=== design 1 ===
==> design_1/gates.png <==
Scale bar: 20 um.
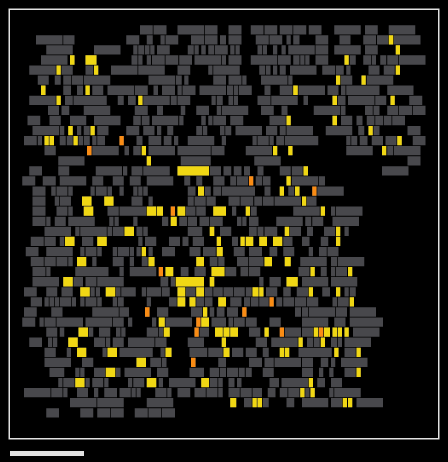

$ cat src/rtl/temp_sens_pkg.sv
// temp_sens_pkg: shared scheduler state encoding and default widths
package temp_sens_pkg;
  localparam int PERIOD_W_DEF = 24;
  localparam int DATA_W_DEF = 16;
  localparam int TIMEOUT_DEF = 1000;
  typedef enum logic [1:0] {IDLE, WAIT, START, BUSY} state_e;
endpackage

$ cat src/rtl/temp_sample_sched_if.sv
// temp_sample_sched_if: SPI read request/response handshake between scheduler and SPI master
interface temp_sample_sched_if import temp_sens_pkg::*; #(parameter int DATA_W = DATA_W_DEF);
  logic spi_start;
  logic spi_done;
  logic [DATA_W-1:0] spi_rx_data;
  modport master (output spi_start, input spi_done, input spi_rx_data);
  modport slave (input spi_start, output spi_done, output spi_rx_data);
endinterface

$ cat src/rtl/interval_timer.sv
// interval_timer: free-running sample interval counter, period latched only at reload
module interval_timer import temp_sens_pkg::*; #(
  parameter int PERIOD_W = PERIOD_W_DEF
) (
  input  logic                clk,
  input  logic                rst,
  input  logic                clear,
  input  logic [PERIOD_W-1:0] period,
  output logic                tick
);
  logic [PERIOD_W-1:0] cnt_q, cnt_d, per_q, per_d, last;
  // period 0 collapses to 1 so the terminal count is never unreachable
  always_comb begin
    last = (per_q == '0) ? '0 : per_q - 1'b1;
    tick = !clear && cnt_q == last;
    cnt_d = (clear || tick) ? '0 : cnt_q + 1'b1;
    per_d = (clear || tick) ? period : per_q;
  end
  always_ff @(posedge clk) begin
    if (rst) begin
      cnt_q <= '0;
      per_q <= '0;
    end else begin
      cnt_q <= cnt_d;
      per_q <= per_d;
    end
  end
endmodule

$ cat src/rtl/temp_sample_sched.sv
// temp_sample_sched: periodic SPI temperature read scheduler with timeout and overrun detection
module temp_sample_sched import temp_sens_pkg::*; #(
  parameter int PERIOD_W    = PERIOD_W_DEF,
  parameter int DATA_W      = DATA_W_DEF,
  parameter int TIMEOUT_CYC = TIMEOUT_DEF
) (
  input  logic                clk,
  input  logic                rst,
  input  logic                enable,
  input  logic [PERIOD_W-1:0] period,
  input  logic                clr_err,
  temp_sample_sched_if.master spi,
  output logic [DATA_W-1:0]   temp_data,
  output logic                temp_valid,
  output logic [15:0]         sample_cnt,
  output logic                busy,
  output logic                err_timeout,
  output logic                err_overrun
);
  localparam int TO_W = $clog2(TIMEOUT_CYC + 1);
  state_e state_q, state_d;
  logic [TO_W-1:0] to_q, to_d;
  logic [DATA_W-1:0] data_q, data_d;
  logic [15:0] cnt_q, cnt_d;
  logic valid_q, valid_d, terr_q, terr_d, oerr_q, oerr_d;
  logic tick, capture, expire, reading;
  interval_timer #(.PERIOD_W(PERIOD_W)) u_timer (
    .clk    (clk),
    .rst    (rst),
    .clear  (state_q == IDLE),
    .period (period),
    .tick   (tick)
  );
  always_comb begin
    reading = state_q == START || state_q == BUSY;
    capture = state_q == BUSY && spi.spi_done;
    expire = state_q == BUSY && !spi.spi_done && to_q == TO_W'(TIMEOUT_CYC - 1);
    state_d = state_q;
    case (state_q)
      IDLE:    state_d = enable ? WAIT : IDLE;
      WAIT:    state_d = !enable ? IDLE : tick ? START : WAIT;
      START:   state_d = BUSY;
      BUSY:    state_d = (capture || expire) ? (enable ? WAIT : IDLE) : BUSY;
      default: state_d = IDLE;
    endcase
    to_d = state_q == START ? '0 : state_q == BUSY ? to_q + 1'b1 : to_q;
    data_d = capture ? spi.spi_rx_data : data_q;
    valid_d = capture;
    cnt_d = capture ? cnt_q + 16'd1 : cnt_q;
    terr_d = (terr_q && !clr_err) || expire;
    oerr_d = (oerr_q && !clr_err) || (tick && reading);
  end
  always_ff @(posedge clk) begin
    if (rst) begin
      state_q <= IDLE;
      to_q    <= '0;
      data_q  <= '0;
      cnt_q   <= '0;
      valid_q <= 1'b0;
      terr_q  <= 1'b0;
      oerr_q  <= 1'b0;
    end else begin
      state_q <= state_d;
      to_q    <= to_d;
      data_q  <= data_d;
      cnt_q   <= cnt_d;
      valid_q <= valid_d;
      terr_q  <= terr_d;
      oerr_q  <= oerr_d;
    end
  end
  assign spi.spi_start = state_q == START;
  assign busy = reading;
  assign temp_data = data_q;
  assign temp_valid = valid_q;
  assign sample_cnt = cnt_q;
  assign err_timeout = terr_q;
  assign err_overrun = oerr_q;
endmodule

$ cat src/flat_wrapper.sv
// flat-port wrapper written by rule: the top's interface ports become plain ports
module temp_sample_sched_flat import temp_sens_pkg::*;
#(
  parameter int PERIOD_W    = PERIOD_W_DEF,
  parameter int DATA_W      = DATA_W_DEF,
  parameter int TIMEOUT_CYC = TIMEOUT_DEF
)
  (clk, rst, enable, period, clr_err, temp_data, temp_valid, sample_cnt, busy, err_timeout, err_overrun, spi_spi_start, spi_spi_done, spi_spi_rx_data);
  temp_sample_sched_if #(.DATA_W(DATA_W)) spi_i ();
  input  logic clk;
  input  logic rst;
  input  logic enable;
  input  logic [PERIOD_W-1:0] period;
  input  logic clr_err;
  output logic [DATA_W-1:0] temp_data;
  output logic temp_valid;
  output logic [15:0] sample_cnt;
  output logic busy;
  output logic err_timeout;
  output logic err_overrun;
  output wire logic [$bits(spi_i.spi_start)-1:0] spi_spi_start;
  input wire logic [$bits(spi_i.spi_done)-1:0] spi_spi_done;
  input wire logic [$bits(spi_i.spi_rx_data)-1:0] spi_spi_rx_data;
  assign spi_spi_start = spi_i.spi_start;
  assign spi_i.spi_done = spi_spi_done;
  assign spi_i.spi_rx_data = spi_spi_rx_data;
  temp_sample_sched #(.PERIOD_W(PERIOD_W), .DATA_W(DATA_W), .TIMEOUT_CYC(TIMEOUT_CYC)) u_core (.clk(clk), .rst(rst), .enable(enable), .period(period), .clr_err(clr_err), .spi(spi_i), .temp_data(temp_data), .temp_valid(temp_valid), .sample_cnt(sample_cnt), .busy(busy), .err_timeout(err_timeout), .err_overrun(err_overrun));
endmodule
$ cat config.mk
export PLATFORM = sky130hd
export DESIGN_NAME = temp_sample_sched_flat
export DESIGN_NICKNAME = d
export VERILOG_FILES = /design/src/rtl/temp_sens_pkg.sv /design/src/rtl/temp_sample_sched_if.sv /design/src/rtl/interval_timer.sv /design/src/rtl/temp_sample_sched.sv /design/src/flat_wrapper.sv
export SDC_FILE = /design/constraint.sdc
export NUM_CORES = 1
export LEC_CHECK = 0
export CORE_MARGIN = 3
export CORE_UTILIZATION = 45
export DETAILED_ROUTE_END_ITERATION = 8
export GPL_ROUTABILITY_DRIVEN = 0
export GPL_TIMING_DRIVEN = 0
export PLACE_DENSITY_LB_ADDON = 0.2
export RECOVER_POWER = 25
export SYNTH_ARGS = -nofsm -noshare
export SYNTH_HDL_FRONTEND = slang
export SYNTH_SLANG_ARGS = --single-unit
export TNS_END_PERCENT = 10
$ cat constraint.sdc
create_clock -name clk -period 4.8 [get_ports clk]
set_input_delay 0.48 -clock clk [delete_from_list [all_inputs] [get_ports clk]]
set_output_delay 0.48 -clock clk [all_outputs]
set_load 0.02 [all_outputs]
=== design 2 ===
File: src/rtl/decoder_2to4_seq.sv
// Registered 2-to-4 one-hot decoder with valid/ready handshakes
// and a self-sweep FSM that walks all four codes with idle gaps.
module decoder_2to4_seq #(
  parameter int unsigned HOLD = 4
) (
  input  logic       clk,
  input  logic       rst_n,
  input  logic       in_valid,
  input  logic [1:0] in_code,
  input  logic       in_en,
  output logic       in_ready,
  input  logic       sweep_start,
  output logic       out_valid,
  input  logic       out_ready,
  output logic [3:0] out_onehot,
  output logic [1:0] out_code,
  output logic       busy,
  output logic       sweep_done,
  output logic [7:0] dec_count
);

  typedef enum logic [1:0] {
    IDLE,
    ISSUE,
    WAIT_ACK,
    GAP
  } state_t;

  state_t     r_state;
  logic [1:0] r_k;
  logic [7:0] r_gap;
  logic       r_out_valid;
  logic [3:0] r_onehot;
  logic [1:0] r_code;
  logic [7:0] r_cnt;
  logic       r_done;

  logic       w_free;
  logic       w_in_ready;
  logic       w_in_hs;
  logic       w_out_hs;
  logic [1:0] w_k_next;

  assign w_free     = ~r_out_valid | out_ready;
  assign w_in_ready = rst_n & (r_state == IDLE)
                    & ~sweep_start & w_free;
  assign w_in_hs    = in_valid & w_in_ready;
  assign w_out_hs   = r_out_valid & out_ready;
  assign w_k_next   = r_k + 2'd1;

  always_ff @(posedge clk) begin
    if (!rst_n) begin
      r_state     <= IDLE;
      r_k         <= 2'd0;
      r_gap       <= 8'd0;
      r_out_valid <= 1'b0;
      r_onehot    <= 4'b0000;
      r_code      <= 2'd0;
      r_cnt       <= 8'd0;
      r_done      <= 1'b0;
    end else begin
      r_done <= 1'b0;
      if (w_out_hs) begin
        r_cnt       <= r_cnt + 8'd1;
        r_out_valid <= 1'b0;
      end
      if (w_in_hs) begin
        r_onehot    <= in_en ? (4'b0001 << in_code) : 4'b0000;
        r_code      <= in_code;
        r_out_valid <= 1'b1;
      end
      unique case (r_state)
        IDLE: begin
          if (sweep_start) begin
            r_k     <= 2'd0;
            r_state <= ISSUE;
          end
        end
        ISSUE: begin
          if (w_free) begin
            r_onehot    <= 4'b0001 << r_k;
            r_code      <= r_k;
            r_out_valid <= 1'b1;
            r_state     <= WAIT_ACK;
          end
        end
        WAIT_ACK: begin
          if (w_out_hs) begin
            if (r_k == 2'd3) begin
              r_state <= IDLE;
              r_done  <= 1'b1;
            end else begin
              r_gap   <= HOLD[7:0];
              r_state <= GAP;
            end
          end
        end
        GAP: begin
          r_gap <= r_gap - 8'd1;
          // Output is known empty here, so the issue for the next
          // code is taken on the last gap cycle: exactly HOLD idle.
          if (r_gap == 8'd1) begin
            r_k         <= w_k_next;
            r_onehot    <= 4'b0001 << w_k_next;
            r_code      <= w_k_next;
            r_out_valid <= 1'b1;
            r_state     <= WAIT_ACK;
          end
        end
        default: r_state <= IDLE;
      endcase
    end
  end

  assign in_ready   = w_in_ready;
  assign out_valid  = r_out_valid;
  assign out_onehot = r_onehot;
  assign out_code   = r_code;
  assign busy       = (r_state != IDLE);
  assign sweep_done = r_done;
  assign dec_count  = r_cnt;

endmodule

File: config.mk
export PLATFORM = sky130hd
export DESIGN_NAME = decoder_2to4_seq
export DESIGN_NICKNAME = d
export VERILOG_FILES = /design/src/rtl/decoder_2to4_seq.sv
export SDC_FILE = /design/constraint.sdc
export NUM_CORES = 1
export LEC_CHECK = 0
export CAP_MARGIN = 40
export CORE_ASPECT_RATIO = 1.4
export CORE_MARGIN = 10
export CORE_UTILIZATION = 50
export CTS_BUF_LIST = sky130_fd_sc_hd__clkbuf_4 sky130_fd_sc_hd__clkbuf_8 sky130_fd_sc_hd__clkbuf_16
export CTS_CLUSTER_DIAMETER = 120
export DETAILED_ROUTE_END_ITERATION = 12
export PLACE_DENSITY = 0.81
export REMOVE_ABC_BUFFERS = 1
export SLEW_MARGIN = 5
export SYNTH_ARGS = -nofsm -noshare
export SYNTH_HDL_FRONTEND = slang
export SYNTH_SLANG_ARGS = --single-unit
File: constraint.sdc
create_clock -name clk -period 4.95 [get_ports clk]
set_input_delay 1.485 -clock clk [delete_from_list [all_inputs] [get_ports clk]]
set_output_delay 1.485 -clock clk [all_outputs]
set_load 0.03 [all_outputs]

==> notes/layouts.md <==
Pictures saved along the way, in no particular order.

Placed cells, one colour a class.
Scale bar: 20 um. Fill, decap, tap and diode cells in grey.
(a)
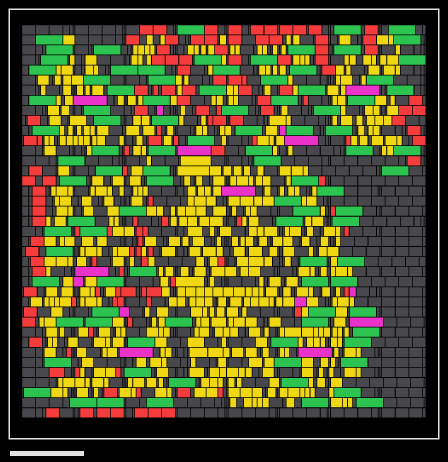
(b)
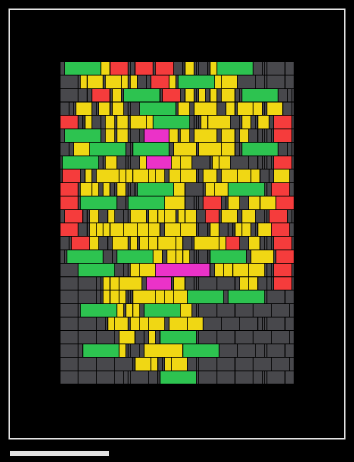
The one with the largest die is (a).
(a) comes from design 1.
(b) comes from design 2.

==> design_1/placed.png <==
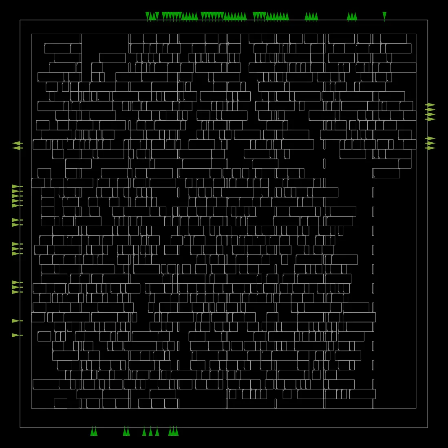
filler cell count in the final layout: 1,083
final standard cell count with taps included and fillers excluded: 917
layout sequential cell count: 95

## Picture notes: design_1/gates.png
- yellow: nor cells (cells 127; most used nor2_1; where spread over the die)
- orange: inv cells (cells 14; most used inv_1)

==> results.txt, design 1 <==
Status of the implementation.

- The number of global-route vias before repair was 4,948.
- Leaving out fill and tap cells, the most frequent cells in the layout are nand2_1, dfxtp_1, nor2_1.
- The number of cells reported by Yosys stat comes to approximately 680.
- Measured along the x axis, the die boundary spans between 100 and 150 um.
- Setup slack on the worst path after placement came out at 590 ps.
- The static leakage power is between 2 and 2.5 nW, for reference.
- The layout has ~130 buffers outside the clock class.
- The worst setup path is captured at a register.
- The global-route track usage on met3 is 4.49%, for reference.
- The flow ran to the end, and the final reports show no timing, DRC or antenna violations.
- The vias after detailed routing is 5,281, for reference.
- The endpoint of the most critical register-to-register path is u_core.u_timer.cnt_q[19]$_SDFF_PP0_, for reference.
- In this run, synthesis produced a sequential element count of 95.
- The highest clock rate this design can be run at is around 240 MHz.
- Per the TritonCTS log, the buffer count is 9.
- The met1 routed wirelength after detailed routing is 6510 um, for reference.
- Per STA, the startpoint of the critical path is u_core.u_timer.per_q[0]$_SDFFE_PP0P_.
- The final count of pins violating max slew is 0, for reference.
- The worst path meets setup with 579 ps of slack.
- At the end of the flow the core is filled with cells to between 50% and 60%.
- For the worst flop-to-flop path, the logic depth is 14.
- The worst-case register-to-register setup slack is 580 ps, for reference.
- The antenna diode instance count is 0, for reference.
- The detailed router's first-iteration violation count is 289, for reference.
- A synthesized cell averages 7.95 um2.
- The overall power is roughly 0.0018 W, for reference.
- The synthesis report lists the most area-consuming cells as dfxtp_1, nand2_1, xor2_1.
- The number of cells on the worst hold path is listed as 2.
- The global router's overall resource usage is 21.7%, for reference.
- The initial standard-cell utilization of the core is 46.7%, for reference.
- The sum of overflow across all layers after global routing is 0, for reference.
design 1: kinds of logic after synthesis:
kind of cell	Yosys count	synth area share (%)
AND/OR/NAND/NOR	326	30.6
multiplexers	6	1.16
AND-OR/OR-AND	114	15.5
flip-flops	95	35.3
buffers and inverters	65	5.10
XOR/XNOR	69	11.5
adder cells (fa/ha/maj)	4	0.928
design 1: worst register-to-register path, stage by stage (launching register included):
cell and delay, ps:
dfxtp_1 360, inv_1 100, ha_1 200, or3b_1 350, clkbuf_1 170, nor4_1 280, nor4bb_1 520, clkbuf_1 420
a21oi_1 80, o32ai_1 210, or4b_1 490, buf_2 180, o21ai_2 350, buf_2 310, nor2_1 80
design 1: power by group:
group	switching (W)	internal [W]
Sequential	0.0000221	0.000805
Clock	0.000314	0.000346
Combinational	0.000141	0.000123
Total	0.000476	0.00127
design 1: flip-flops by register name, summed over array words and instances (netlist names), 2 cells and up:
| register | cells |
|---|---|
| u_core.u_timer.cnt_q | 24 |
| u_core.sample_cnt | 16 |
| u_core.to_q | 10 |
| u_core.temp_data | 16 |
| u_core.state_q | 2 |
| u_core.u_timer.per_q | 24 |
==> design_2/layers.png <==
Scale bar: 20 um.
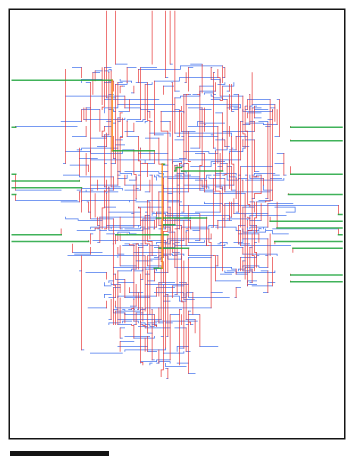
- red: M2 (wire length 1,790 um)
- orange: M4 (wire length 35.4 um)
- green: M3 (wire length 240 um)
- blue: M1 (wire length 1,540 um)

==> results.txt, design 2 <==
Status of the implementation.

- The biggest area consumer among cell classes is multi-input combinational cells, for reference.
- The number of iterations in the first detailed-routing pass is 4, for reference.
- In the final layout, the share of cells above drive strength 1 is 6.16%.
- The yosys stat cell total is 190, for reference.
- The internal portion of total power is about 0.00039 W, for reference.
- The worst setup path is of the primary input to output port kind.
- Clock tree synthesis selected as its root buffer the cell clkbuf_8.
- TritonRoute output was used to compute an average wire per cell of 14.4 um.
- The area growth from synthesis to layout is 20.9%.
- Counting distinct cell types in the post-synthesis netlist gives 46.
- The number of cells in the finished layout apart from fillers is 250, for reference.
- The clock network area share is 3.72%, for reference.
- The total routed wirelength is 3600 um, for reference.
- The static leakage power is 0.666 nW, for reference.
- Looking at the max-slew report, the worst-margin pin has a slew of ~640 ps.
- The clock network latency to the later pin of the worst-skew pair is 280 ps, for reference.
- Per the cell usage report, the commonest logic cell in the layout is dfxtp_1.
- Data on the critical path is required at its endpoint by 3460 ps.
- The commonest cells after synthesis are dfxtp_1, nor2_1, a21oi_1, nand2_1.
- The quantity of hold-fixing buffers added after cts is 0, for reference.
- The timing report shows the most common cell along the critical path to be clkdlybuf4s50_1.
- The chip area line in the Yosys stat output reads 1590 um2.
- Registers represent a cell area share of 29.2%.
- The flow ran to the end, and the final reports show no timing, DRC or antenna violations.
- The number of OpenROAD warnings is 30, for reference.
- Per the repair_timing log after CTS, setup buffers inserted total 0.
- Per the detail_route log, met2 wirelength is ~1800 um.
- The sequential area share after synthesis is 35.4%, for reference.
- The die outline height is 86.6 um, for reference.
- The sum of buffers and inverters on the critical path is 2, for reference.
- Combinational cells account for 18.8% of the total power.
- The data arrival time of the critical path is approximately 3300 ps, for reference.
- The final critical-path share of the clock period is just under 100%, for reference.
- STA classifies the critical path endpoint as an output port.
[design 2: power groups by stage]
stage | sequential [W] | clock (W) | combinational [W]
finish | 0.000254 | 0.000179 | 0.000100
global route | 0.000256 | 0.000193 | 0.000110
CTS | 0.000254 | 0.000184 | 0.000101
detailed placement | 0.000259 | 0 | 0.0000991
global placement | 0.000259 | 0 | 0.0000976
floorplan | 0.000261 | 0 | 0.0000585
[design 2: final timing paths]
| check | endpoint | cells past startpoint | from | slack, ps |
|---|---|---|---|---|
| worst min register to register | dec_count[1]$_SDFFE_PN0P_ | 2 | dec_count[1]$_SDFFE_PN0P_ | 500 |
| worst max-delay path | in_ready | 4 | rst_n | 130 |
| worst max register to register | out_code[0]$_SDFF_PN0_ | 5 | r_state[1]$_SDFFE_PN0P_ | 3020 |
| worst min-delay path | dec_count[1]$_SDFFE_PN0P_ | 2 | dec_count[1]$_SDFFE_PN0P_ | 500 |
[design 2: sequential cells by signal, indices dropped and copies added (netlist names)]
signal,count
r_k,2
out_code,2
sweep_done,1
dec_count,8
out_onehot,4
r_state,2
out_valid,1
r_gap,8

=== design 3 ===
==> design_3/m4.png <==
Scale bar: 50 um.
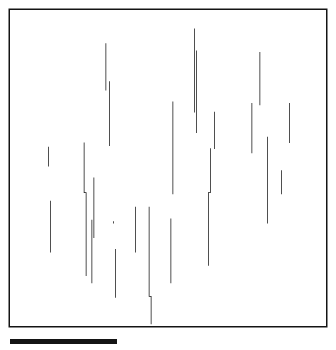

[src/rtl/axis_fifo_buf.sv]
// axis_fifo_buf: first-word-fall-through AXI-Stream FIFO with a registered
// slave ready and a fill-level output. Pointers carry an extra wrap bit so
// that full and empty can be told apart without a separate counter.
module axis_fifo_buf #(
    parameter int DATA_W = 32,
    parameter int DEPTH  = 8
) (
    input  logic                       clk_i,
    input  logic                       arstn_i,
    input  logic [DATA_W-1:0]          s_axis_tdata_i,
    input  logic                       s_axis_tvalid_i,
    output logic                       s_axis_tready_o,
    output logic [DATA_W-1:0]          m_axis_tdata_o,
    output logic                       m_axis_tvalid_o,
    input  logic                       m_axis_tready_i,
    output logic [$clog2(DEPTH):0]     level_o
);

    localparam int AW    = $clog2(DEPTH);
    localparam int PTR_W = AW + 1;

    // Storage is deliberately left out of reset; the pointers alone define
    // which words are live, so stale contents are never visible.
    logic [DATA_W-1:0] mem [DEPTH];

    logic [PTR_W-1:0] wr_ptr_reg, wr_ptr_next;
    logic [PTR_W-1:0] rd_ptr_reg, rd_ptr_next;
    logic             tready_reg, tready_next;
    logic             push, pop;
    logic             full_next;
    logic [PTR_W-1:0] level;

    // Occupancy falls straight out of the wrap-bit pointers (0..DEPTH).
    assign level = wr_ptr_reg - rd_ptr_reg;

    assign push = s_axis_tvalid_i && tready_reg;
    assign pop  = m_axis_tvalid_o && m_axis_tready_i;

    // Next-pointer and next-ready computation; ready depends only on the
    // post-edge fill state, so there is no combinational ready path.
    always_comb begin
        wr_ptr_next = wr_ptr_reg + {{AW{1'b0}}, push};
        rd_ptr_next = rd_ptr_reg + {{AW{1'b0}}, pop};
        full_next   = (wr_ptr_next[AW-1:0] == rd_ptr_next[AW-1:0]) &&
                      (wr_ptr_next[AW] != rd_ptr_next[AW]);
        tready_next = !full_next;
    end

    // Pointer and ready-flag state; reset discards all stored words at once.
    always_ff @(posedge clk_i or negedge arstn_i) begin
        if (!arstn_i) begin
            wr_ptr_reg <= '0;
            rd_ptr_reg <= '0;
            tready_reg <= 1'b0;
        end else begin
            wr_ptr_reg <= wr_ptr_next;
            rd_ptr_reg <= rd_ptr_next;
            tready_reg <= tready_next;
        end
    end

    // Write port of the storage array.
    always_ff @(posedge clk_i) begin
        if (push) begin
            mem[wr_ptr_reg[AW-1:0]] <= s_axis_tdata_i;
        end
    end

    // Head word is read combinationally so a word pushed at one edge is on
    // the master port right after that edge; data is forced to zero while
    // empty so the port never shows stale storage.
    assign m_axis_tvalid_o = (level != '0);
    assign m_axis_tdata_o  = m_axis_tvalid_o ? mem[rd_ptr_reg[AW-1:0]] : '0;
    assign s_axis_tready_o = tready_reg;
    assign level_o         = level;

endmodule

[config.mk]
export PLATFORM = sky130hd
export DESIGN_NAME = axis_fifo_buf
export DESIGN_NICKNAME = d
export VERILOG_FILES = /design/src/rtl/axis_fifo_buf.sv
export SDC_FILE = /design/constraint.sdc
export NUM_CORES = 1
export LEC_CHECK = 0
export ABC_AREA = 1
export CAP_MARGIN = 20
export CORE_MARGIN = 2
export CORE_UTILIZATION = 53
export CTS_CLUSTER_DIAMETER = 200
export DETAILED_ROUTE_END_ITERATION = 10
export PLACE_DENSITY = 0.87
export SLEW_MARGIN = 10
export SYNTH_ARGS = -nofsm -noshare
export SYNTH_HDL_FRONTEND = slang
export SYNTH_SLANG_ARGS = --single-unit
[constraint.sdc]
create_clock -name clk_i -period 2.74 [get_ports clk_i]
set_input_delay 0.274 -clock clk_i [delete_from_list [all_inputs] [get_ports clk_i]]
set_output_delay 0.274 -clock clk_i [all_outputs]
set_load 0.03 [all_outputs]
=== design 4 ===
**config.mk**
```make
export PLATFORM = sky130hd
export DESIGN_NAME = xor_crc_engine
export DESIGN_NICKNAME = d
export VERILOG_FILES = /design/src/rtl/xor_crc_engine_pkg.sv /design/src/rtl/xor_crc_engine_crc_bit_step.sv /design/src/rtl/xor_crc_engine.sv
export SDC_FILE = /design/constraint.sdc
export NUM_CORES = 1
export LEC_CHECK = 0
export ABC_AREA = 1
export ABC_CLOCK_PERIOD_IN_PS = 1600
export CORE_MARGIN = 2
export CORE_UTILIZATION = 48
export CTS_CLUSTER_DIAMETER = 150
export DETAILED_ROUTE_END_ITERATION = 12
export PLACE_DENSITY = 0.77
export SYNTH_ARGS = -nofsm -noshare
export SYNTH_HDL_FRONTEND = slang
export SYNTH_SLANG_ARGS = --single-unit
```
**constraint.sdc**
```tcl
create_clock -name clk -period 1.6 [get_ports clk]
set_input_delay 0.16 -clock clk [delete_from_list [all_inputs] [get_ports clk]]
set_output_delay 0.16 -clock clk [all_outputs]
set_load 0.03 [all_outputs]
```
**src/rtl/xor_crc_engine_pkg.sv**
```systemverilog
// Shared types and constants for the bit-serial XOR/LFSR checksum engine.
`timescale 1ns/1ps
package xor_pkg;

  typedef enum logic [1:0] {
    IDLE  = 2'd0,
    WAIT  = 2'd1,
    SHIFT = 2'd2,
    DONE  = 2'd3
  } state_t;

  localparam logic [7:0]  CRC8_POLY        = 8'h07;
  localparam logic [15:0] CRC16_CCITT_POLY = 16'h1021;
  localparam logic [31:0] CRC32_POLY       = 32'h04C11DB7;

  // Ceiling log2; returns 0 for v <= 1.
  function automatic int unsigned clog2(input int unsigned v);
    int unsigned r;
    r = 0;
    for (int unsigned i = 0; i < 32; i++) begin
      if ((64'd1 << i) < 64'(v)) r = i + 1;
    end
    return r;
  endfunction

endpackage

```
**src/rtl/xor_crc_engine_crc_bit_step.sv**
```systemverilog
// One-bit LFSR update: shift the register left and fold in the polynomial
// when the outgoing MSB differs from the incoming data bit.
`timescale 1ns/1ps
module crc_bit_step #(
  parameter int unsigned CRC_W = 8
) (
  input  logic [CRC_W-1:0] crc_in,
  input  logic             data_bit,
  input  logic [CRC_W-1:0] poly,
  output logic [CRC_W-1:0] crc_out
);

  logic fb;

  always_comb begin
    fb      = crc_in[CRC_W-1] ^ data_bit;
    crc_out = {crc_in[CRC_W-2:0], 1'b0} ^ (fb ? poly : '0);
  end

endmodule

```
**src/rtl/xor_crc_engine.sv**
```systemverilog
// Bit-serial CRC engine: accepts DATA_W-bit words over valid/ready, folds one
// bit per clock into the CRC register and pulses crc_valid at end of frame.
`timescale 1ns/1ps
module xor_crc_engine
  import xor_pkg::*;
#(
  parameter int unsigned      CRC_W     = 8,
  parameter logic [CRC_W-1:0] POLY      = CRC_W'(CRC8_POLY),
  parameter logic [CRC_W-1:0] INIT      = '0,
  parameter logic [CRC_W-1:0] XOR_OUT   = '0,
  parameter int unsigned      DATA_W    = 8,
  parameter bit               MSB_FIRST = 1'b1
) (
  input  logic              clk,
  input  logic              rst,
  input  logic              clear,
  input  logic              in_valid,
  output logic              in_ready,
  input  logic [DATA_W-1:0] in_data,
  input  logic              in_last,
  output logic              busy,
  output logic              crc_valid,
  output logic [CRC_W-1:0]  crc_out
);

  localparam int unsigned      CNT_W    = (DATA_W > 1) ? clog2(DATA_W) : 1;
  localparam logic [CNT_W-1:0] LAST_BIT = CNT_W'(DATA_W - 1);

  state_t             state, state_next;
  logic [CRC_W-1:0]   crc_reg;
  logic [CRC_W-1:0]   crc_step;
  logic [CNT_W-1:0]   bit_cnt;
  logic               last_q;
  logic [DATA_W-1:0]  shift_q;
  logic [DATA_W-1:0]  shift_next;
  logic               data_bit;
  logic               accept;
  logic               last_bit;

  // The word is shifted toward the serial end each cycle, so the bit taken
  // is always data[DATA_W-1-bit_cnt] (MSB first) or data[bit_cnt] (LSB first).
  always_comb begin
    data_bit   = MSB_FIRST ? shift_q[DATA_W-1] : shift_q[0];
    shift_next = MSB_FIRST ? (shift_q << 1) : (shift_q >> 1);
  end

  crc_bit_step #(
    .CRC_W(CRC_W)
  ) u_step (
    .crc_in   (crc_reg),
    .data_bit (data_bit),
    .poly     (POLY),
    .crc_out  (crc_step)
  );

  always_ff @(posedge clk) begin
    if (rst) state <= IDLE;
    else     state <= state_next;
  end

  always_comb begin
    state_next = state;
    in_ready   = 1'b0;
    busy       = 1'b0;
    crc_valid  = 1'b0;
    accept     = 1'b0;
    last_bit   = (bit_cnt == LAST_BIT);
    case (state)
      IDLE, WAIT: begin
        in_ready = !clear;
        accept   = in_valid && !clear;
        if (accept) state_next = SHIFT;
      end
      SHIFT: begin
        busy = 1'b1;
        if (last_bit) state_next = last_q ? DONE : WAIT;
      end
      DONE: begin
        crc_valid  = 1'b1;
        state_next = IDLE;
      end
      default: state_next = IDLE;
    endcase
    if (clear) state_next = IDLE;
  end

  always_ff @(posedge clk) begin
    if (rst) begin
      crc_reg <= INIT;
      bit_cnt <= '0;
      last_q  <= 1'b0;
      shift_q <= '0;
    end else if (clear) begin
      crc_reg <= INIT;
      bit_cnt <= '0;
    end else if (accept) begin
      if (state == IDLE) crc_reg <= INIT;
      shift_q <= in_data;
      last_q  <= in_last;
      bit_cnt <= '0;
    end else if (state == SHIFT) begin
      crc_reg <= crc_step;
      shift_q <= shift_next;
      bit_cnt <= bit_cnt + 1'b1;
    end
  end

  assign crc_out = crc_reg ^ XOR_OUT;

endmodule

```
==> design_3/class_map.png <==
Scale bar: 50 um. Fill, decap, tap and diode cells in grey.
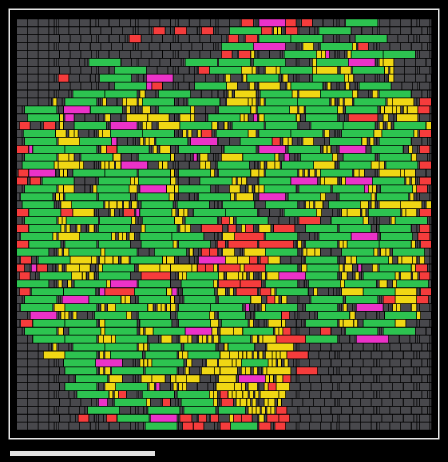
- yellow: remaining logic cells (cells 468)
- magenta: clock drivers and dummy loads (cells 44)
- red: remaining buffers and delay cells (cells 106)
- green: registers (cells 265)

==> design_3/layers.png <==
Scale bar: 50 um.
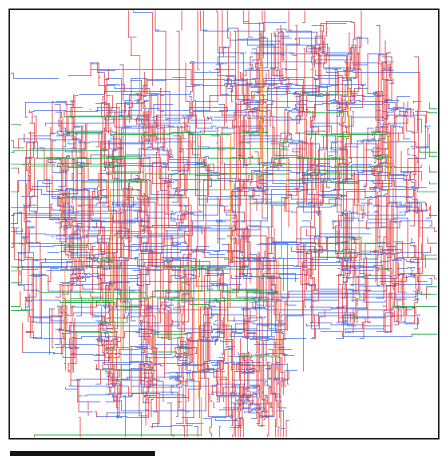
- green: M3 (wire length 1,690 um)
- red: M2 (wire length 12,500 um)
- orange: M4 (wire length 643 um)
- blue: M1 (wire length 9,360 um)

Notes on design_3/m4.png above:
- nets with wire on the layer: 16
- longest straight run: 42.8 um

==> results.txt, design 3 <==
Status of the implementation.

- The final reports fail on negative setup slack.
- Leaving out the clock tree, the finished layout contains an inverter count of 21.
- The number of cells reported by Yosys stat comes to 786.
- The run finished, with violations left.
- According to the timing report, the data required time at the worst endpoint equals 2470 ps.
- In the floorplan report the effective utilization is a little over half.
- Looking at the reg2reg group, the worst path starts from rd_ptr_reg[0]$_DFF_PN0_.
- The worst setup slack after layout is -223 ps, for reference.
- The logic gate fraction of the total cell area is a little over a fifth, for reference.
- The quantity of gates resized following cts is 47, for reference.
- The tally of nets with antenna violations remaining after routing is 0, for reference.
- Per STA, the worst path accumulates the most delay in the family adder cells.
- The area taken by sequential standard cells is reported as between 7000 and 8000 um2.
- For met3 alone, demand over resource in global routing was 3.14%.
- The critical path crosses 10 cells after its start point.
- The finished cells cover ~13,000 um2.
- The top layer used by detailed routing is met4, for reference.
- Setup violations remaining at the end of the flow were counted as 33.
- Summed over its instances, the top area cell type makes up approximately 70% of the synthesized netlist area.
- The TritonCTS clock tree is done, for reference.
- The quantity of hold-fixing buffers added after cts is 0, for reference.
[design 3: cell families after synthesis]
kind of cell	after synthesis	synth area share (%)
adder cells (fa/ha/maj)	7	0.875
XOR/XNOR	5	0.403
flip-flops	265	72.8
buffers and inverters	74	3.78
AND-OR/OR-AND	193	13.3
AND/OR/NAND/NOR	242	8.83
[design 3: cells in the final DEF, fill, tap and decap left out, types with 2 or more instances in the layout]
cell	netlist	layout
a211oi_2	32	5
a211oi_4	0	27
a21oi_1	97	97
a22oi_1	32	30
a22oi_2	0	2
a32o_1	32	32
buf_12	0	10
buf_16	0	6
buf_4	13	23
buf_6	7	29
bufinv_16	0	2
clkbuf_1	6	2
clkbuf_16	0	25
clkdlybuf4s50_1	0	37
clkinv_1	0	7
clkinv_2	0	6
clkinv_4	0	2
clkinv_8	0	2
dfrtp_1	9	7
dfrtp_4	0	2
edfxtp_1	256	256
ha_1	6	5
inv_1	16	15
inv_2	4	3
nand2_1	185	185
nand2_2	2	2
nand3_1	5	5
nand3_4	2	2
nor2_1	43	35
nor2_2	2	2
nor2_4	0	8
or2_1	2	2
xnor2_1	2	2
xor2_1	3	2
==> design_4/ff_map.png <==
Scale bar: 20 um. Other sequential cells in the stronger grey, the rest of the logic in the fainter grey.
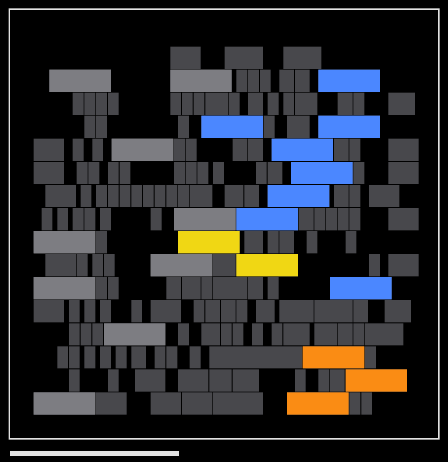
- yellow: state (flops 2)
- orange: bit_cnt (flops 3)
- blue: crc_out (flops 8)
- not coloured: 9

==> design_4/class_map.png <==
Scale bar: 20 um. Fill, decap, tap and diode cells in grey.
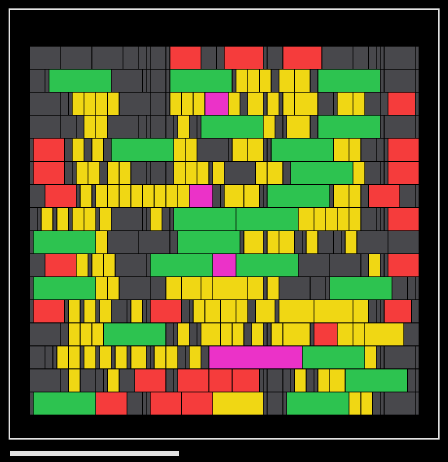
- yellow: remaining logic cells (cells 128)
- magenta: clock drivers and dummy loads (cells 4)
- green: registers (cells 22)
- red: remaining buffers and delay cells (cells 24)

==> results.txt, design 4 <==
Status of the implementation.

- The first detailed-routing pass ran for 4 iterations.
- The final critical path time including I/O delays and setup is 1520 ps, for reference.
- The largest single stage delay on the critical path is 680 ps.
- The measured slew at the worst slew-check pin is around 320 ps, for reference.
- The cell count after synthesis is ~150, for reference.
- The detailed router's first-iteration violation count is 13, for reference.
- Per the synth log, the flip-flop and latch total comes to 22.
- The run finished with clean final reports.
- The routed design shows a wire length per standard cell of 10.1 um.
- The HPWL after detailed placement is 1540 um, for reference.
- The clock-pin slew on the worst setup and hold paths is between 100 and 150 ps, for reference.
- When the netlist entered floorplanning its net count stood at 167.
- TritonRoute reported its final design rule violation total as 0.
- At the placement stage, the worst setup path has a slack of 97.2 ps.
==> design 4: area by class of cell <==
cell class,count,area share [%]
Clock buffer,3,1.68
Clock inverter,1,2.24
Inverter,16,4.49
Multi-Input combinational cell,112,38.5
Sequential cell,22,32.9
Tap cell,27,2.52
Timing Repair Buffer,24,17.7
==> design 4: cells in the mapped netlist <==
master,number
nand2_1,61
dfxtp_1,22
nor2_1,18
a21oi_1,13
inv_1,12
nand3_1,6
inv_2,3
buf_6,2
ha_1,2
nand2_2,2
nand3b_1,2
nor2_2,2
clkinv_1,1
nand2_4,1
nor2_4,1
o21ai_0,1
o21ai_4,1
or2_2,1
xnor2_1,1
==> design 4: logic make-up (layout without fill, tap and decap cells) <==
family / after synthesis / in the layout / synth area share, %
and+or+nand+nor: 94 / 94 / 38.1
DFF: 22 / 22 / 42.4
buffers and inverters: 18 / 44 / 7.95
AOI/OAI and AO/OA: 15 / 15 / 8.31
adders and majority gates: 2 / 2 / 2.41
xor gates and xnor gates: 1 / 1 / 0.844
==> design 4: routing by layer <==
metal	wire length [um]	vias up	global-route usage [%]
met2	1060	17	34.6
li1	-	520	-
met5	0	-	0
met4	8	0	7.21
met1	933	430	19.5
met3	63	2	2.98

## Gallery

Selected gate families.
picture 1
Scale bar: 50 um.
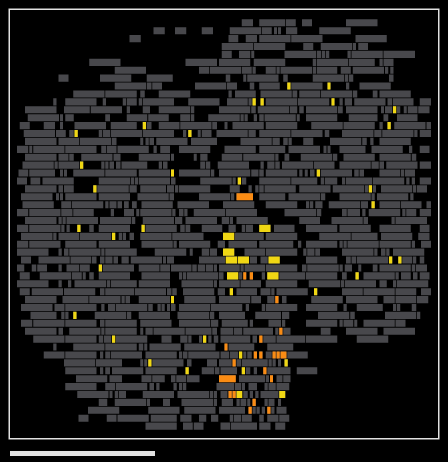
picture 2
Scale bar: 20 um.
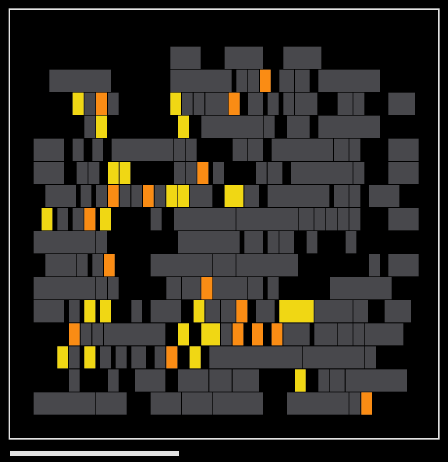
| from | picture |
|---|---|
| design 4 | picture 2 |
| design 3 | picture 1 |
- most cells: picture 1
- largest die: picture 1

Key to picture 1:
- orange: inv cells (cells 21; most used inv_1; where south)
- yellow: nor cells (cells 45; most used nor2_1; where spread over the die)


=== design 5 ===
<file path="src/rtl/freq_meter_ctrl.sv">
`timescale 1ns/1ps
`default_nettype none
// ============================================================================
// freq_meter_ctrl : clear/gate/latch sequencer for a BCD frequency meter,
//                   overflow capture and free-running display digit scan.
// Revision 1.0
// ============================================================================
module freq_meter_ctrl #(
  parameter int GATE_CYCLES = 1000,
  parameter int HOLD_CYCLES = 500,
  parameter int SCAN_DIV    = 250,
  parameter int DIGITS      = 4
) (
  input  logic              clk,
  input  logic              reset,
  input  logic              run,
  input  logic              ovf_in,
  output logic              cnt_clear,
  output logic              gate,
  output logic              latch_load,
  output logic              done,
  output logic              ovf_flag,
  output logic              busy,
  output logic [DIGITS-1:0] digit_sel
);

  localparam int GW = $clog2(GATE_CYCLES + 1);
  localparam int HW = $clog2(HOLD_CYCLES + 1);
  localparam int SW = $clog2(SCAN_DIV + 1);

  localparam logic [GW-1:0] C_GATE_LAST   = GW'(GATE_CYCLES - 1);
  localparam logic [HW-1:0] C_HOLD_LAST   = HW'(HOLD_CYCLES - 1);
  localparam logic [SW-1:0] C_SCAN_LAST   = SW'(SCAN_DIV - 1);
  localparam logic [1:0]    C_SETTLE_LAST = 2'd2;

  typedef enum logic [2:0] {
    S_IDLE   = 3'd0,
    S_CLEAR  = 3'd1,
    S_GATE   = 3'd2,
    S_SETTLE = 3'd3,
    S_LATCH  = 3'd4,
    S_HOLD   = 3'd5
  } state_t;

  state_t          r_state;
  logic [GW-1:0]   r_gate_timer;
  logic [HW-1:0]   r_hold_timer;
  logic [1:0]      r_settle_timer;
  logic [SW-1:0]   r_scan_timer;
  logic            r_ovf_sync1;
  logic            r_ovf_sync2;
  logic            r_ovf_prev;
  logic            r_ovf_pend;
  logic            w_ovf_rise;

  // ovf_in comes from the counter clock domain
  always_ff @(posedge clk or posedge reset) begin
    if (reset) begin
      r_ovf_sync1 <= 1'b0;
      r_ovf_sync2 <= 1'b0;
      r_ovf_prev  <= 1'b0;
    end else begin
      r_ovf_sync1 <= ovf_in;
      r_ovf_sync2 <= r_ovf_sync1;
      r_ovf_prev  <= r_ovf_sync2;
    end
  end

  assign w_ovf_rise = r_ovf_sync2 & ~r_ovf_prev;

  always_ff @(posedge clk or posedge reset) begin
    if (reset) begin
      r_state        <= S_IDLE;
      cnt_clear      <= 1'b0;
      gate           <= 1'b0;
      latch_load     <= 1'b0;
      done           <= 1'b0;
      ovf_flag       <= 1'b0;
      busy           <= 1'b0;
      r_gate_timer   <= '0;
      r_hold_timer   <= '0;
      r_settle_timer <= '0;
      r_ovf_pend     <= 1'b0;
    end else begin
      cnt_clear  <= 1'b0;
      latch_load <= 1'b0;
      done       <= 1'b0;
      case (r_state)
        S_IDLE: begin
          if (run) begin
            r_state   <= S_CLEAR;
            cnt_clear <= 1'b1;
            busy      <= 1'b1;
          end
        end
        S_CLEAR: begin
          r_ovf_pend   <= 1'b0;
          gate         <= 1'b1;
          r_gate_timer <= '0;
          r_state      <= S_GATE;
        end
        S_GATE: begin
          if (w_ovf_rise) r_ovf_pend <= 1'b1;
          if (r_gate_timer == C_GATE_LAST) begin
            gate           <= 1'b0;
            r_settle_timer <= '0;
            r_state        <= S_SETTLE;
          end else begin
            r_gate_timer <= r_gate_timer + 1'b1;
          end
        end
        // settle window also absorbs the synchronizer delay of late carries
        S_SETTLE: begin
          if (w_ovf_rise) r_ovf_pend <= 1'b1;
          if (r_settle_timer == C_SETTLE_LAST) begin
            latch_load <= 1'b1;
            done       <= 1'b1;
            r_state    <= S_LATCH;
          end else begin
            r_settle_timer <= r_settle_timer + 1'b1;
          end
        end
        S_LATCH: begin
          ovf_flag     <= r_ovf_pend;
          r_hold_timer <= '0;
          r_state      <= S_HOLD;
        end
        S_HOLD: begin
          if (r_hold_timer == C_HOLD_LAST) begin
            if (run) begin
              r_state   <= S_CLEAR;
              cnt_clear <= 1'b1;
            end else begin
              r_state <= S_IDLE;
              busy    <= 1'b0;
            end
          end else begin
            r_hold_timer <= r_hold_timer + 1'b1;
          end
        end
        default: begin
          r_state <= S_IDLE;
          gate    <= 1'b0;
          busy    <= 1'b0;
        end
      endcase
    end
  end

  always_ff @(posedge clk or posedge reset) begin
    if (reset) begin
      r_scan_timer <= '0;
      digit_sel    <= {{(DIGITS-1){1'b0}}, 1'b1};
    end else if (r_scan_timer == C_SCAN_LAST) begin
      r_scan_timer <= '0;
      digit_sel    <= {digit_sel[DIGITS-2:0], digit_sel[DIGITS-1]};
    end else begin
      r_scan_timer <= r_scan_timer + 1'b1;
    end
  end

endmodule
`default_nettype wire

</file>
<file path="config.mk">
export PLATFORM = sky130hd
export DESIGN_NAME = freq_meter_ctrl
export DESIGN_NICKNAME = d
export VERILOG_FILES = /design/src/rtl/freq_meter_ctrl.sv
export SDC_FILE = /design/constraint.sdc
export NUM_CORES = 1
export LEC_CHECK = 0
export CORE_UTILIZATION = 47
export DETAILED_ROUTE_END_ITERATION = 8
export PLACE_DENSITY = 0.77
export SLEW_MARGIN = 10
export SYNTH_ARGS = -nofsm -noshare
export SYNTH_HDL_FRONTEND = slang
export SYNTH_SLANG_ARGS = --single-unit
</file>
<file path="constraint.sdc">
create_clock -name clk -period 1.6 [get_ports clk]
set_input_delay 0.48 -clock clk [delete_from_list [all_inputs] [get_ports clk]]
set_output_delay 0.48 -clock clk [all_outputs]
set_load 0.01 [all_outputs]
</file>
==> design_5/m4.png <==
Scale bar: 20 um.
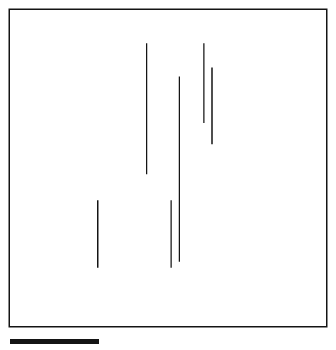
- longest straight run: 41.5 um
- main direction: vertical

==> results.txt <==
Status of the implementation.

- The run finished, with violations left.
- The checks that failed: design-rule violations, negative setup slack.
- The slowest library cell on the worst path is dfrtp_1, for reference.
- The sequential area share after synthesis is between 50% and 60%, for reference.
- Per report_power, the clock group accounts for a little over two fifths of the total.
- After floorplanning, the core was sized to cover 4470 um2.
- The cell count after synthesis is 224, for reference.
- The most frequent standard cell in the layout excluding fill and tap cells is buf_4, for reference.
- The gate-level netlist out of Yosys references about 50 unique cell types.
- The critical path starts at r_hold_timer[3]$_DFFE_PP0P_.
- The global router's overall resource usage is 22.6%, for reference.
- Switching power as a fraction of the total was reported as 22.3%.
- The report lists the power per cell area as 680 nW/um2.
- The min-delay analysis places its worst path in the category register to register.
- The average via count per standard cell is 5.66, for reference.
- The HPWL after detailed placement is 3270 um, for reference.
- The number of OpenROAD warnings is 30, for reference.
- The fraction of synthesis flops using an asynchronous set or reset pin is 100%, for reference.
- The area reported by Yosys stat is 2250 um2, for reference.
- After the flow finishes, the layout carries non-filler instances totaling 338.
- The final setup violation count is 9, for reference.
- The final count of pins violating max slew is 0, for reference.
- The DRC violation total left in the routed layout is recorded as 2.
- The endpoint of the most critical register-to-register path is r_hold_timer[6]$_DFFE_PP0P_, for reference.
- Traced cell by cell, the critical path runs through nand4b_1 -> o311ai_4 -> mux2_4 -> a21o_1.
- After layout, the setup clock skew is reported as 9.04 ps.
- The sum of buffers and inverters on the critical path is 0, for reference.
- Yosys reports that the most numerous cell types are dfrtp_1, nand2_1, nand3_1.
- Entering global routing, the biggest net connects 46 pins.
- The met2 wire length is 2720 um, for reference.
- Of the cells placed in the final design, the portion with a size suffix greater than 1 is 35.3%.
- The worst setup slack after layout is -96.4 ps, for reference.
==> design_5/layers.png <==
Scale bar: 20 um.
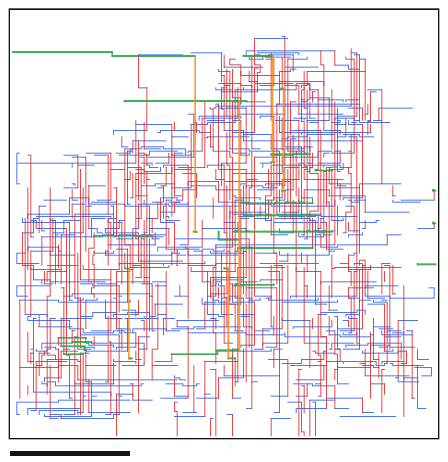
- green: M3 (wire length 176 um)
- red: M2 (wire length 2,720 um)
- blue: M1 (wire length 2,370 um)
- orange: M4 (wire length 135 um)

## state kept, by name (all words and copies together), names as in the netlist, 2 cells and up
signal,count
r_state,3
digit_sel,4
r_settle_timer,2
r_scan_timer,8
r_hold_timer,9
r_gate_timer,10
## power by group through the flow
stage	combinational, W	sequential, W	clock (W)
2_1_floorplan	0.0000201	0.00116	0
3_3_place_gp	0.0000412	0.00116	0
3_5_place_dp	0.0000417	0.00116	0
4_1_cts	0.0000420	0.00114	0.000925
5_1_grt	0.0000462	0.00114	0.000980
6_report	0.0000408	0.00114	0.000918
## cell families (layout without fill, tap and decap cells)
group                    count (synthesis)  in the layout  synth area share, %
AND-OR/OR-AND                           46             46                 14.4
XOR/XNOR                                 6              6                 2.33
adder cells (fa/ha/maj)                  5              5                 2.78
buffers and inverters                   18             80                 4.05
flip-flops                              45             45                 50.0
multiplexers                             9              9                 4.39
AND/OR/NAND/NOR                         95             95                 22.0
## area by class of cell
class                           instances  share of cell area (%)
Clock inverter                          3                    1.54
Sequential cell                        45                    36.5
Tap cell                               52                    2.11
Multi-Input combinational cell        161                    39.4
Timing Repair Buffer                   66                    17.5
Clock buffer                            5                    2.23
Inverter                                6                   0.729


==> layout pictures side by side <==
Cell outlines without signal wires.
panel A
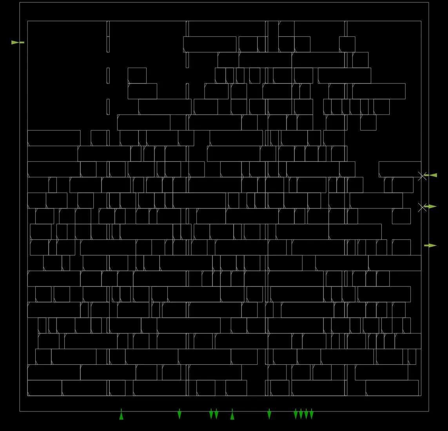
panel B
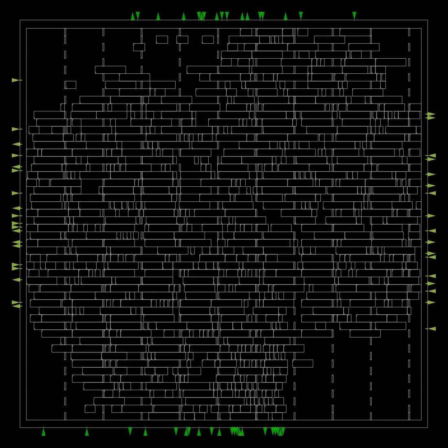
panel C
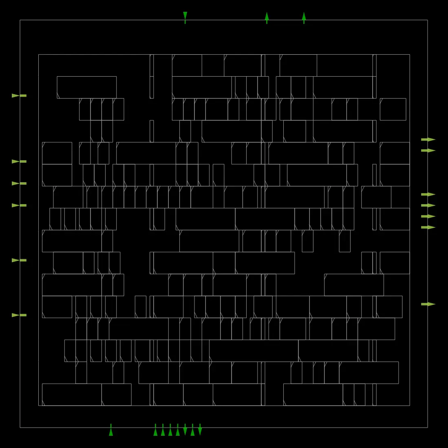
The one with the fewest sequential cells is panel C.
The one with the fewest cells is panel C.
design 3: panel B
design 4: panel C
design 5: panel A

Power is estimated from default activity; no workload was simulated.
